==================== if_fetch_unit
Figure 1. Sequential cells coloured by netlist name (if_fetch_unit).
Drawn at 3 px/µm.
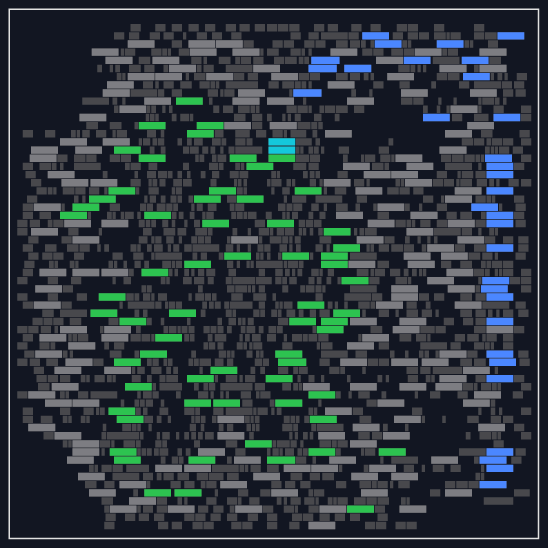

`src/rtl/if_fetch_unit_pkg.sv`:
```
// Shared fetch-stage definitions: FSM states, bubble encoding, PC step and default widths.
// Also intended for use by the IF/ID register and the hazard logic.
package if_fetch_unit_pkg;

    localparam int          XLEN_DEFAULT     = 64;
    localparam int          INST_W_DEFAULT   = 32;
    localparam logic [31:0] NOP_INST_DEFAULT = 32'h0000_0013;
    localparam int          PC_INCR          = 4;

    typedef enum logic [1:0] {
        S_IDLE = 2'd0,
        S_WAIT = 2'd1,
        S_HOLD = 2'd2,
        S_DROP = 2'd3
    } fetch_state_e;

endpackage

```
`src/rtl/if_fetch_unit.sv`:
```
// Instruction fetch stage: one outstanding imem request, one-entry hold buffer for
// stalls, and branch redirect that discards in-flight or buffered fetches.
module if_fetch_unit
    import if_fetch_unit_pkg::*;
#(
    parameter int                XLEN     = XLEN_DEFAULT,
    parameter int                INST_W   = INST_W_DEFAULT,
    parameter logic [XLEN-1:0]   RESET_PC = '0,
    parameter logic [INST_W-1:0] NOP_INST = INST_W'(NOP_INST_DEFAULT)
) (
    input  logic              clk,
    input  logic              reset,
    input  logic              stall,
    input  logic              branch_taken,
    input  logic [XLEN-1:0]   branch_target,
    output logic              imem_req,
    output logic [XLEN-1:0]   imem_addr,
    input  logic              imem_ready,
    input  logic              imem_rvalid,
    input  logic [INST_W-1:0] imem_rdata,
    output logic [XLEN-1:0]   pc_out,
    output logic [INST_W-1:0] instruction,
    output logic              if_valid
);

    fetch_state_e      state_reg, state_next;
    logic [XLEN-1:0]   fetch_pc_reg, fetch_pc_next;
    logic [XLEN-1:0]   hold_pc_reg, hold_pc_next;
    logic [INST_W-1:0] hold_inst_reg, hold_inst_next;
    logic [XLEN-1:0]   pc_out_reg, pc_out_next;
    logic [INST_W-1:0] inst_reg, inst_next;
    logic              valid_reg, valid_next;

    logic              deliver;
    logic [XLEN-1:0]   deliver_pc;
    logic [INST_W-1:0] deliver_inst;

    always_ff @(posedge clk or negedge reset) begin
        if (!reset) begin
            state_reg     <= S_IDLE;
            fetch_pc_reg  <= RESET_PC;
            hold_pc_reg   <= '0;
            hold_inst_reg <= '0;
            pc_out_reg    <= '0;
            inst_reg      <= NOP_INST;
            valid_reg     <= 1'b0;
        end else begin
            state_reg     <= state_next;
            fetch_pc_reg  <= fetch_pc_next;
            hold_pc_reg   <= hold_pc_next;
            hold_inst_reg <= hold_inst_next;
            pc_out_reg    <= pc_out_next;
            inst_reg      <= inst_next;
            valid_reg     <= valid_next;
        end
    end

    // Next state, fetch PC, hold buffer and the instruction to deliver (if any).
    always_comb begin
        state_next     = state_reg;
        fetch_pc_next  = fetch_pc_reg;
        hold_pc_next   = hold_pc_reg;
        hold_inst_next = hold_inst_reg;
        deliver        = 1'b0;
        deliver_pc     = fetch_pc_reg;
        deliver_inst   = imem_rdata;
        unique case (state_reg)
            S_IDLE: begin
                if (branch_taken) begin
                    fetch_pc_next = branch_target;
                end else if (imem_ready) begin
                    state_next = S_WAIT;
                end
            end
            S_WAIT: begin
                if (branch_taken) begin
                    fetch_pc_next = branch_target;
                    state_next    = imem_rvalid ? S_IDLE : S_DROP;
                end else if (imem_rvalid) begin
                    if (!stall) begin
                        deliver       = 1'b1;
                        fetch_pc_next = fetch_pc_reg + XLEN'(PC_INCR);
                        state_next    = S_IDLE;
                    end else begin
                        hold_pc_next   = fetch_pc_reg;
                        hold_inst_next = imem_rdata;
                        state_next     = S_HOLD;
                    end
                end
            end
            S_HOLD: begin
                if (branch_taken) begin
                    fetch_pc_next = branch_target;
                    state_next    = S_IDLE;
                end else if (!stall) begin
                    deliver       = 1'b1;
                    deliver_pc    = hold_pc_reg;
                    deliver_inst  = hold_inst_reg;
                    fetch_pc_next = fetch_pc_reg + XLEN'(PC_INCR);
                    state_next    = S_IDLE;
                end
            end
            S_DROP: begin
                // A redirect here only retargets; the stale response is still owed.
                if (branch_taken) begin
                    fetch_pc_next = branch_target;
                end
                if (imem_rvalid) begin
                    state_next = S_IDLE;
                end
            end
            default: state_next = S_IDLE;
        endcase
    end

    // Output register: flush beats stall, stall beats delivery, otherwise bubble.
    always_comb begin
        pc_out_next = pc_out_reg;
        inst_next   = inst_reg;
        valid_next  = valid_reg;
        if (branch_taken) begin
            inst_next  = NOP_INST;
            valid_next = 1'b0;
        end else if (stall) begin
            pc_out_next = pc_out_reg;
        end else if (deliver) begin
            pc_out_next = deliver_pc;
            inst_next   = deliver_inst;
            valid_next  = 1'b1;
        end else begin
            inst_next  = NOP_INST;
            valid_next = 1'b0;
        end
    end

    always_comb begin
        imem_req  = (state_reg == S_IDLE) && !branch_taken;
        imem_addr = fetch_pc_reg;
    end

    assign pc_out      = pc_out_reg;
    assign instruction = inst_reg;
    assign if_valid    = valid_reg;

endmodule

```
`config.mk`:
```
export PLATFORM = sky130hd
export DESIGN_NAME = if_fetch_unit
export DESIGN_NICKNAME = d
export VERILOG_FILES = /design/src/rtl/if_fetch_unit_pkg.sv /design/src/rtl/if_fetch_unit.sv
export SDC_FILE = /design/constraint.sdc
export NUM_CORES = 1
export LEC_CHECK = 0
export ABC_CLOCK_PERIOD_IN_PS = 3000
export CAP_MARGIN = 30
export CORE_MARGIN = 2
export CORE_UTILIZATION = 42
export DETAILED_ROUTE_END_ITERATION = 10
export GPL_TIMING_DRIVEN = 0
export PLACE_DENSITY = 0.66
export SLEW_MARGIN = 20
export SYNTH_ARGS = -nofsm -noshare
export SYNTH_HDL_FRONTEND = slang
export SYNTH_SLANG_ARGS = --single-unit
```
`constraint.sdc`:
```
create_clock -name clk -period 3 [get_ports clk]
set_input_delay 0.6 -clock clk [delete_from_list [all_inputs] [get_ports clk]]
set_output_delay 0.6 -clock clk [all_outputs]
set_load 0.005 [all_outputs]
```
==================== uart_tx_frame_ctrl
--- config.mk ---
export PLATFORM = sky130hd
export DESIGN_NAME = uart_tx_frame_ctrl
export DESIGN_NICKNAME = d
export VERILOG_FILES = /design/src/rtl/uart_tx_frame_ctrl.sv
export SDC_FILE = /design/constraint.sdc
export NUM_CORES = 1
export LEC_CHECK = 0
export CAP_MARGIN = 40
export CORE_AREA = 2 2 54 56
export DETAILED_ROUTE_END_ITERATION = 10
export DIE_AREA = 0 0 56 58
export PLACE_DENSITY = 0.57
export SETUP_SLACK_MARGIN = 0.4
export SYNTH_ARGS = -nofsm -noshare
export SYNTH_HDL_FRONTEND = slang
export SYNTH_SLANG_ARGS = --single-unit
--- constraint.sdc ---
create_clock -name CLK -period 3.56 [get_ports CLK]
set_input_delay 0.534 -clock CLK [delete_from_list [all_inputs] [get_ports CLK]]
set_output_delay 0.534 -clock CLK [all_outputs]
set_load 0.02 [all_outputs]
--- src/rtl/uart_tx_frame_ctrl.sv ---
// UART transmit frame controller: latches a byte and its parity settings, paces the
// serializer, and sequences the line through START, DATA, optional PARITY and STOP.
module uart_tx_frame_ctrl #(
    parameter int DATA_WIDTH = 8,
    parameter int STOP_BITS  = 1
) (
    input  logic                  CLK,
    input  logic                  RST,
    input  logic [DATA_WIDTH-1:0] P_DATA,
    input  logic                  Data_Valid,
    input  logic                  PAR_EN,
    input  logic                  PAR_TYP,
    input  logic                  ser_data,
    output logic                  ser_en,
    output logic                  TX_OUT,
    output logic                  Busy
);

    localparam int CW = (DATA_WIDTH > 1) ? $clog2(DATA_WIDTH) : 1;
    localparam logic [CW-1:0] LAST_DATA = CW'(DATA_WIDTH - 1);
    localparam logic [CW-1:0] LAST_STOP = CW'(STOP_BITS - 1);

    generate
        if (STOP_BITS != 1 && STOP_BITS != 2) begin : g_bad_stop_bits
            $error("uart_tx_frame_ctrl: STOP_BITS must be 1 or 2");
        end
    endgenerate

    typedef enum logic [2:0] {
        IDLE,
        START,
        DATA,
        PARITY,
        STOP
    } state_t;

    state_t                  state_q, state_d;
    logic [CW-1:0]           cnt_q, cnt_d;
    logic [DATA_WIDTH-1:0]   data_q, data_d;
    logic                    par_en_q, par_en_d;
    logic                    par_typ_q, par_typ_d;
    logic                    accept;

    // NOTE: state registers use non-blocking assignments so every flop samples pre-edge values.
    always_ff @(posedge CLK) begin
        if (RST) begin
            state_q   <= IDLE;
            cnt_q     <= '0;
            data_q    <= '0;
            par_en_q  <= 1'b0;
            par_typ_q <= 1'b0;
        end else begin
            state_q   <= state_d;
            cnt_q     <= cnt_d;
            data_q    <= data_d;
            par_en_q  <= par_en_d;
            par_typ_q <= par_typ_d;
        end
    end

    // The final STOP cycle doubles as an accept slot so frames can run back to back.
    assign accept = Data_Valid &&
                    ((state_q == IDLE) || ((state_q == STOP) && (cnt_q == LAST_STOP)));

    // NOTE: every output of this block is given a default first so no latch is inferred.
    always_comb begin
        state_d   = state_q;
        cnt_d     = cnt_q;
        data_d    = data_q;
        par_en_d  = par_en_q;
        par_typ_d = par_typ_q;
        TX_OUT    = 1'b1;
        Busy      = 1'b0;
        ser_en    = 1'b0;

        unique case (state_q)
            IDLE: ;
            START: begin
                TX_OUT  = 1'b0;
                Busy    = 1'b1;
                ser_en  = 1'b1;
                cnt_d   = '0;
                state_d = DATA;
            end
            DATA: begin
                TX_OUT = ser_data;
                Busy   = 1'b1;
                ser_en = (cnt_q != LAST_DATA);
                if (cnt_q == LAST_DATA) begin
                    cnt_d   = '0;
                    state_d = par_en_q ? PARITY : STOP;
                end else begin
                    cnt_d = cnt_q + CW'(1);
                end
            end
            PARITY: begin
                TX_OUT  = (^data_q) ^ par_typ_q;
                Busy    = 1'b1;
                cnt_d   = '0;
                state_d = STOP;
            end
            STOP: begin
                Busy = 1'b1;
                if (cnt_q == LAST_STOP) begin
                    cnt_d   = '0;
                    state_d = IDLE;
                end else begin
                    cnt_d = cnt_q + CW'(1);
                end
            end
            default: state_d = IDLE;
        endcase

        if (accept) begin
            data_d    = P_DATA;
            par_en_d  = PAR_EN;
            par_typ_d = PAR_TYP;
            state_d   = START;
        end
    end

endmodule


==> screenshots <==
Met2 routing.
shot_01.png
Drawn at 1.5 px/µm. Cells faint in the background.
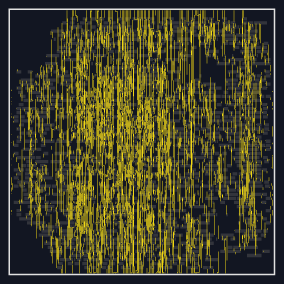
shot_02.png
Drawn at 4 px/µm. Cells faint in the background.
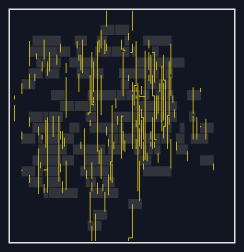
| picture | from |
|---|---|
| shot_02.png | uart_tx_frame_ctrl |
| shot_01.png | if_fetch_unit |
The one with the largest die is shot_01.png.

Key to shot_01.png:
nets with wire on the layer = 1394
longest straight run = 85.8 µm
share of all routed wire = 46%
main direction = vertical

Figure 2. Gate-type map (if_fetch_unit).
Drawn at 3 px/µm.
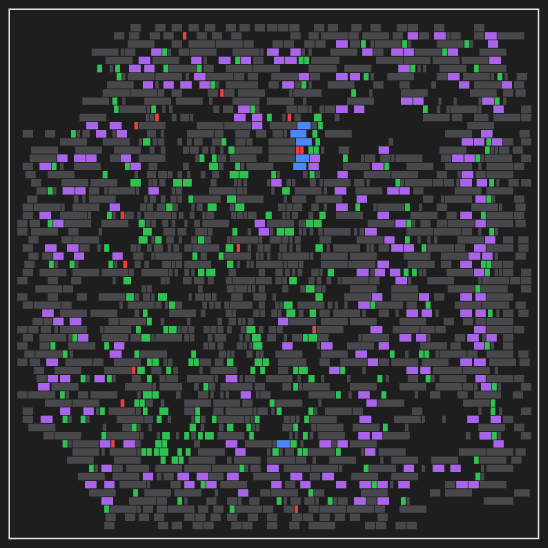
inv cells -> red  # cells 15, most used inv_1
fa/ha/maj cells -> blue  # cells 6, most used ha_1
aoi and oai cells -> green  # cells 231, most used o21ai_0, where all over the die
mux cells -> purple  # cells 195, most used mux2i_1, where all over the die

Figure 3. Routing congestion map (if_fetch_unit).
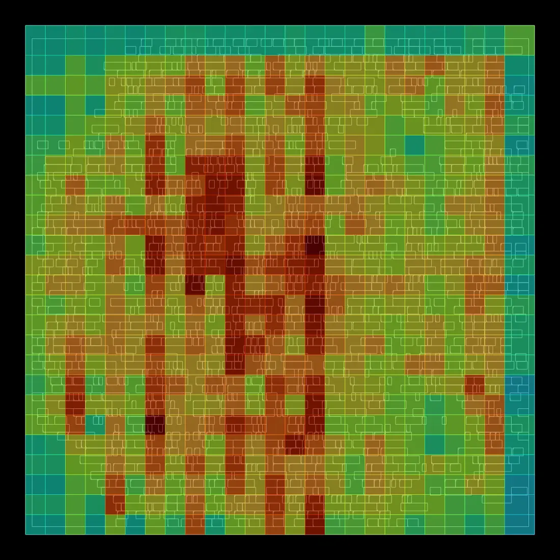
met3 usage: 4.61%
Routed WL per cell: 21.8 µm
GRT Max-Usage Layer: met2
Global Route Usage Sum: 26.3%

## Picture notes: Figure 1
instruction -> blue  # placed flops 32
imem_addr -> green  # placed flops 64
state_reg -> cyan  # placed flops 2
not coloured = 161

==> Changelog: implementation, if_fetch_unit <==
### Implementation results

* GR Layer Usage met1 at 35.9%
* Seq/Total Area, Yosys at 52.3%
* Simple-Gate Area Share at 14.2%
* Worst VDD drop at 0.460 mV
* Power per cell area at 889 mW/mm²
* Comb group at 5280 µW
* Clock sink total at 259
* Yosys top cell by instances: dfrtp_1
* Gr ovfl total at 0
* Fmax at 346 MHz
* Met2 routed WL at 18.8 mm
* Final hold vios at 0
* CP max stage cell: or4_1
* Total Power at 14800 µW
* Yosys chip area at 0.0124 mm²
* # Taps at 384
* Floorplan utilization at 42.9%
* Inverters excl. clock at 15
* EDFF count, synth at 0
* Antenna Cells at 1
* Switching pwr at 5050 µW
* Slew margin rel. at 40.8%
* Setup Skew at 0.0153 ns
* Crit. End Element: register
* Status: complete, no violations
* Sequential power at 5930 µW
* Sw frac at 34.0%
* Die ar. at 0.0309 mm²
* Gate Area at 0.00557 mm²
[if_fetch_unit: worst reg2reg max path, delay by kind of cell (launching register included)]
| kind | cells | cell delay (ns) |
|---|---|---|
| AOI/OAI and AO/OA | 2 | 0.52 |
| DFF | 1 | 0.54 |
| and+or+nand+nor | 3 | 1.59 |
| buffers and inverters | 1 | 0.16 |
[if_fetch_unit: repair_timing]
item | in CTS | in global routing
pin swaps | 0 | 1
resized | 15 | 23
cloned | 0 | 0
buffers inserted | 0 | 3
endpoints found under the setup margin | 161 | 69
Figure 4. Wires at chosen ports, followed through buffers (uart_tx_frame_ctrl).
Drawn at 8 px/µm.
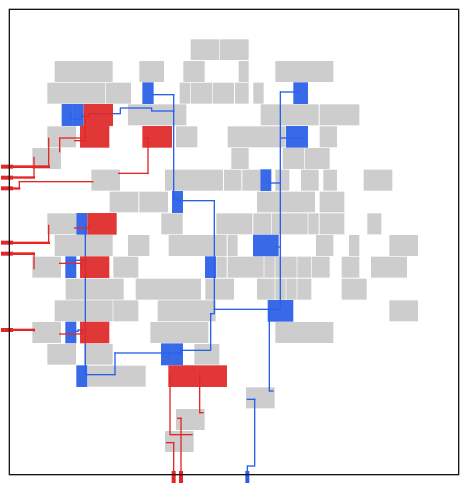
P_DATA -> red  # direction input, edge 6 west, 2 south, end cells 8, buffers 8, wire 91.0 µm
RST -> blue  # direction input, edge south, end cells 16, buffers 1, wire 162 µm

==> Changelog: implementation, uart_tx_frame_ctrl <==
### Implementation results

* Reg2Reg Depth at 6
* # DRC at 0
* Via count of the routed design at 666
* Clock Power Share at 21.8%
* Net count reported at finish at 127
* Top Ports at 17
* Status: complete, no violations
* Postcts setup bufs at 0
* Die ar. at 0.00325 mm²
* Yosys xor share at 8.57%
* Initial antenna violation count at 0
* Crit. End Element: output pin
* Lkg Pwr at 0.000439 µW
* Period minus WS final at 2.79 ns
* RSZ-0062 raised after global routing: false
* Final hold vios at 0
* Hold wc startpoint: data_q[7]
* Yosys top cell by instances: dfxtp_1
* Yosys warning tally at 0
* Mean post-synth cell area at 9.22 µm²
* Arr. time, crit path at 2.26 ns
## uart_tx_frame_ctrl: routing by layer
layer,vias to the layer above,wire length [µm],track usage (%)
met4,0,0,3.06
met1,303,675,11.6
met3,0,56,2.46
met5,-,0,0
li1,351,-,-
met2,12,732,17.0
## uart_tx_frame_ctrl: final cells by class
type	instances	area, µm²	share of cell area [%]
multi-input combinational	66	492	46.4
sequential	16	320	30.2
timing repair buffer	16	160	15.1
tap	31	38.8	3.66
inverter	7	26.3	2.48
clock buffer	3	22.5	2.13

==================== serial_word_assembler_flat
Figure 5. Layout detail (serial_word_assembler_flat).
Window x 13 to 53, y 26 to 66 µm. Cells in grey, sequential cells in the stronger grey; small squares are vias.
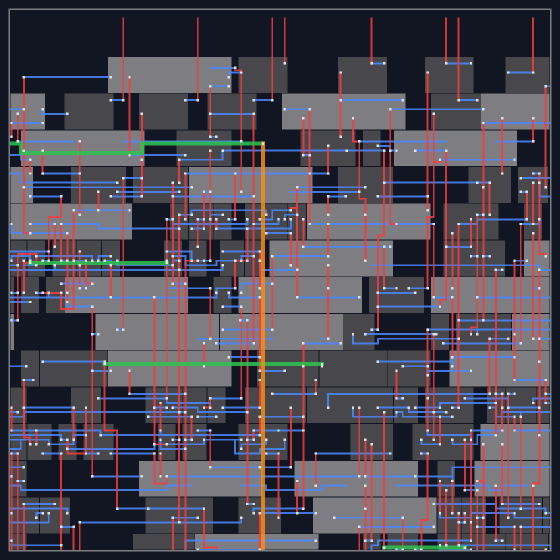
Figure 6. Met2 routing (serial_word_assembler_flat).
Drawn at 4 px/µm. Cells faint in the background.
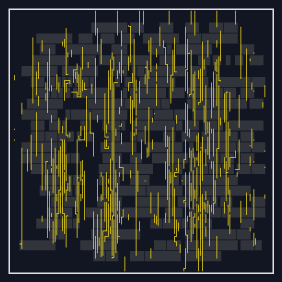
## config.mk

```make
export PLATFORM = sky130hd
export DESIGN_NAME = serial_word_assembler_flat
export DESIGN_NICKNAME = d
export VERILOG_FILES = /design/src/rtl/serial_pkg.sv /design/src/rtl/serial_word_assembler_if.sv /design/src/rtl/word_hold_reg.sv /design/src/rtl/serial_word_assembler.sv /design/src/flat_wrapper.sv
export SDC_FILE = /design/constraint.sdc
export NUM_CORES = 1
export LEC_CHECK = 0
export CORE_MARGIN = 1.5
export CORE_UTILIZATION = 55
export CTS_CLUSTER_SIZE = 10
export DETAILED_ROUTE_END_ITERATION = 16
export HOLD_SLACK_MARGIN = 0.05
export PLACE_DENSITY_LB_ADDON = 0.15
export SYNTH_ARGS = -nofsm -noshare
export SYNTH_HDL_FRONTEND = slang
export SYNTH_HIERARCHICAL = 1
export SYNTH_SLANG_ARGS = --single-unit
```

## constraint.sdc

```tcl
create_clock -name clk -period 4.45 [get_ports clk]
set_input_delay 1.335 -clock clk [delete_from_list [all_inputs] [get_ports clk]]
set_output_delay 1.335 -clock clk [all_outputs]
set_load 0.02 [all_outputs]
```

## src/rtl/serial_pkg.sv

```systemverilog
// Shared types and default constants for the serial word assembler.
package serial_pkg;

    // Framing FSM: hunting for the sync pattern, or collecting data bits.
    typedef enum logic {
        HUNT    = 1'b0,
        COLLECT = 1'b1
    } state_t;

    localparam int         WORD_W_DEF   = 8;
    localparam int         SYNC_W_DEF   = 8;
    localparam logic [7:0] SYNC_PAT_DEF = 8'hA5;
    localparam int         FRAME_CNT_W  = 16;

endpackage

```

## src/rtl/serial_word_assembler_if.sv

```systemverilog
// Serial input, word output handshake and status signals of the assembler.
// Handshake: a word transfers on every rising edge where out_valid & out_ready
// are both 1; out_valid never depends on out_ready in the same cycle, and
// out_data holds steady while out_valid=1 until that transfer happens.
interface serial_word_assembler_if
    import serial_pkg::*;
#(
    parameter int WORD_W = WORD_W_DEF
) ();
    logic                   bit_in;
    logic                   bit_en;
    logic                   out_ready;
    logic                   clear_err;
    logic [WORD_W-1:0]      out_data;
    logic                   out_valid;
    logic                   locked;
    logic                   overflow;
    logic [FRAME_CNT_W-1:0] frame_cnt;
    state_t                 dbg_state;

    // Side that feeds bits and consumes words.
    modport master (
        output bit_in, bit_en, out_ready, clear_err,
        input  out_data, out_valid, locked, overflow, frame_cnt, dbg_state
    );

    // Assembler side.
    modport slave (
        input  bit_in, bit_en, out_ready, clear_err,
        output out_data, out_valid, locked, overflow, frame_cnt, dbg_state
    );
endinterface

```

## src/rtl/word_hold_reg.sv

```systemverilog
// Single-entry valid/ready output register with sticky overflow and a
// count of words loaded.
module word_hold_reg
    import serial_pkg::*;
#(
    parameter int WORD_W = WORD_W_DEF
) (
    input  logic                   clk,
    input  logic                   rst_n,
    input  logic                   complete_i,
    input  logic [WORD_W-1:0]      word_i,
    input  logic                   out_ready_i,
    input  logic                   clear_err_i,
    output logic [WORD_W-1:0]      out_data_o,
    output logic                   out_valid_o,
    output logic                   overflow_o,
    output logic [FRAME_CNT_W-1:0] frame_cnt_o
);
    logic [WORD_W-1:0]      data_q, data_d;
    logic                   valid_q, valid_d;
    logic                   ovf_q, ovf_d;
    logic [FRAME_CNT_W-1:0] cnt_q, cnt_d;
    logic                   drain;
    logic                   drop;

    // Load when empty or draining on this edge; otherwise a completed word is dropped.
    always_comb begin
        data_d  = data_q;
        valid_d = valid_q;
        ovf_d   = ovf_q;
        cnt_d   = cnt_q;
        drain   = valid_q & out_ready_i;
        drop    = 1'b0;
        if (complete_i) begin
            if (!valid_q || drain) begin
                data_d  = word_i;
                valid_d = 1'b1;
                cnt_d   = cnt_q + 1'b1;
            end else begin
                drop = 1'b1;
            end
        end else if (drain) begin
            valid_d = 1'b0;
        end
        // A drop on the same edge as a clear leaves the flag set.
        if (clear_err_i) ovf_d = 1'b0;
        if (drop)        ovf_d = 1'b1;
    end

    // Hold register state.
    always_ff @(posedge clk or negedge rst_n) begin
        if (!rst_n) begin
            data_q  <= '0;
            valid_q <= 1'b0;
            ovf_q   <= 1'b0;
            cnt_q   <= '0;
        end else begin
            data_q  <= data_d;
            valid_q <= valid_d;
            ovf_q   <= ovf_d;
            cnt_q   <= cnt_d;
        end
    end

    assign out_data_o  = data_q;
    assign out_valid_o = valid_q;
    assign overflow_o  = ovf_q;
    assign frame_cnt_o = cnt_q;
endmodule

```

## src/rtl/serial_word_assembler.sv

```systemverilog
// Hunts a serial bit stream for a sync pattern, then assembles the following
// WORD_W bits (MSB first) into a word handed to the output hold register.
module serial_word_assembler
    import serial_pkg::*;
#(
    parameter int                WORD_W   = WORD_W_DEF,
    parameter int                SYNC_W   = SYNC_W_DEF,
    parameter logic [SYNC_W-1:0] SYNC_PAT = SYNC_W'(SYNC_PAT_DEF)
) (
    input logic                   clk,
    input logic                   rst_n,
    serial_word_assembler_if.slave bus
);
    localparam int HC_W = $clog2(SYNC_W + 1);
    localparam int BC_W = $clog2(WORD_W);
    localparam logic [HC_W-1:0] HUNT_FULL = HC_W'(SYNC_W);
    localparam logic [BC_W-1:0] LAST_BIT  = BC_W'(WORD_W - 1);

    state_t            state_q, state_d;
    logic [SYNC_W-1:0] sync_sr_q;
    logic [HC_W-1:0]   hunt_cnt_q;
    logic [WORD_W-1:0] data_sr_q;
    logic [BC_W-1:0]   bit_cnt_q;

    logic [SYNC_W-1:0] sync_shift;
    logic [HC_W-1:0]   hunt_inc;
    logic [WORD_W-1:0] word;
    logic              match;
    logic              complete;

    // Values after shifting in this edge's bit; match/complete include that bit.
    always_comb begin
        sync_shift = {sync_sr_q[SYNC_W-2:0], bus.bit_in};
        hunt_inc   = (hunt_cnt_q == HUNT_FULL) ? HUNT_FULL : hunt_cnt_q + 1'b1;
        word       = {data_sr_q[WORD_W-2:0], bus.bit_in};
        match      = bus.bit_en && (state_q == HUNT) && (hunt_inc == HUNT_FULL)
                     && (sync_shift == SYNC_PAT);
        complete   = bus.bit_en && (state_q == COLLECT) && (bit_cnt_q == LAST_BIT);
    end

    // FSM state register.
    always_ff @(posedge clk or negedge rst_n) begin
        if (!rst_n) state_q <= HUNT;
        else        state_q <= state_d;
    end

    // FSM next state.
    always_comb begin
        state_d = state_q;
        if (match)    state_d = COLLECT;
        if (complete) state_d = HUNT;
    end

    // FSM outputs, decoded from the state register only.
    always_comb begin
        bus.locked    = (state_q == COLLECT);
        bus.dbg_state = state_q;
    end

    // Shift registers and counters; frozen whenever bit_en=0.
    always_ff @(posedge clk or negedge rst_n) begin
        if (!rst_n) begin
            sync_sr_q  <= '0;
            hunt_cnt_q <= '0;
            data_sr_q  <= '0;
            bit_cnt_q  <= '0;
        end else if (bus.bit_en) begin
            if (state_q == HUNT) begin
                sync_sr_q  <= sync_shift;
                hunt_cnt_q <= hunt_inc;
                if (match) begin
                    data_sr_q <= '0;
                    bit_cnt_q <= '0;
                end
            end else begin
                data_sr_q <= word;
                if (complete) begin
                    // Back to HUNT: the next frame needs a full fresh sync pattern.
                    bit_cnt_q  <= '0;
                    sync_sr_q  <= '0;
                    hunt_cnt_q <= '0;
                end else begin
                    bit_cnt_q <= bit_cnt_q + 1'b1;
                end
            end
        end
    end

    word_hold_reg #(.WORD_W(WORD_W)) u_hold (
        .clk         (clk),
        .rst_n       (rst_n),
        .complete_i  (complete),
        .word_i      (word),
        .out_ready_i (bus.out_ready),
        .clear_err_i (bus.clear_err),
        .out_data_o  (bus.out_data),
        .out_valid_o (bus.out_valid),
        .overflow_o  (bus.overflow),
        .frame_cnt_o (bus.frame_cnt)
    );
endmodule
```

## src/flat_wrapper.sv

```systemverilog
// flat-port wrapper written by rule: the top's interface ports become plain ports
module serial_word_assembler_flat import serial_pkg::*;
#(
    parameter int                WORD_W   = WORD_W_DEF,
    parameter int                SYNC_W   = SYNC_W_DEF,
    parameter logic [SYNC_W-1:0] SYNC_PAT = SYNC_W'(SYNC_PAT_DEF)
)
  (clk, rst_n, bus_bit_in, bus_bit_en, bus_out_ready, bus_clear_err, bus_out_data, bus_out_valid, bus_locked, bus_overflow, bus_frame_cnt, bus_dbg_state);
  serial_word_assembler_if #(.WORD_W(WORD_W)) bus_i ();
  input logic clk;
  input logic rst_n;
  input wire logic [$bits(bus_i.bit_in)-1:0] bus_bit_in;
  input wire logic [$bits(bus_i.bit_en)-1:0] bus_bit_en;
  input wire logic [$bits(bus_i.out_ready)-1:0] bus_out_ready;
  input wire logic [$bits(bus_i.clear_err)-1:0] bus_clear_err;
  output wire logic [$bits(bus_i.out_data)-1:0] bus_out_data;
  output wire logic [$bits(bus_i.out_valid)-1:0] bus_out_valid;
  output wire logic [$bits(bus_i.locked)-1:0] bus_locked;
  output wire logic [$bits(bus_i.overflow)-1:0] bus_overflow;
  output wire logic [$bits(bus_i.frame_cnt)-1:0] bus_frame_cnt;
  output wire logic [$bits(bus_i.dbg_state)-1:0] bus_dbg_state;
  assign bus_i.bit_in = bus_bit_in;
  assign bus_i.bit_en = bus_bit_en;
  assign bus_i.out_ready = bus_out_ready;
  assign bus_i.clear_err = bus_clear_err;
  assign bus_out_data = bus_i.out_data;
  assign bus_out_valid = bus_i.out_valid;
  assign bus_locked = bus_i.locked;
  assign bus_overflow = bus_i.overflow;
  assign bus_frame_cnt = bus_i.frame_cnt;
  assign bus_dbg_state = bus_i.dbg_state;
  serial_word_assembler #(.WORD_W(WORD_W), .SYNC_W(SYNC_W), .SYNC_PAT(SYNC_PAT)) u_core (.clk(clk), .rst_n(rst_n), .bus(bus_i));
endmodule
```

==> Changelog: implementation <==
### Implementation results

* Bufs and invs on worst path at 1
* Initial DRC count at 90
* Logic pwr share at 9.3%
* Die ar. at 0.00430 mm²
* Sw frac at 24.8%
* Required @ worst endpoint at 4.65 ns
* Non-filler cells, final at 269
* Vias per cell at 5.53
* Worst slew pin tran at 1.17 ns
* Yosys warning tally at 6
* Hold slack at 0.468 ns
* Arr. time, crit path at 3.05 ns
* OpenROAD warning count at 27
* Critical Path Source Type: primary input
* Final setup margin at 1.61 ns
* Post-CTS Hold Buffers at 0
* Dpl cells at 262
* Worst VDD drop at 0.221 mV
* Mapped Area at 0.00216 mm²
* Most numerous logic cell after layout: dfrtp_1
* Max reg flops at 16
* Top Ports at 34
* PortBufs at 33
* Antenna-violating nets left at 0
* Endpoints failing setup at 0
* Reg2Reg Depth at 5
* Status: complete, no violations
* Net count reported at finish at 232
* Max Root-Sink Buffers at 2
About Figure 5:
M4 -> orange
M1 -> blue
M2 -> red
M3 -> green
most frequent = dfrtp_1 (21), nand2_1 (20)
netlist names of flops here include = u_core/u_hold/frame_cnt_o (7), u_core/u_hold/out_data_o (6), u_core/data_sr_q (5)
sequential cells in the window = 21
cells with their middle in the window = 98

About Figure 6:
share of all routed wire = 49%
main direction = vertical
Post-Route WL: 3.82 mm
met2 usage: 33.0%
via count of the routed design: 1487

## layer usage
metal	global-route usage (%)	vias up	share of wire (%)
met5	0	-	0
met4	5.47	0	0.78
met3	5.14	2	4.2
met2	33.0	41	48
met1	26.6	718	46
li1	-	726	-
## layout make-up
type,instances,area (µm²)
repair buffers,33,325
inverters,7,26.3
multi-input cells,126,885
fillers,294,1140
clock inverters,1,5.00
flip-flops and latches,48,1200
well taps,48,60.1
clock buffers,6,72.6
## cell families after synthesis
family	count (synthesis)
mux	9
xor+xnor	16
buf+inv	14
compound gates	31
flops	48
simple gates	65
fa+ha+maj	5

Power figures rest on the tool's default switching activity, not on a simulated workload.
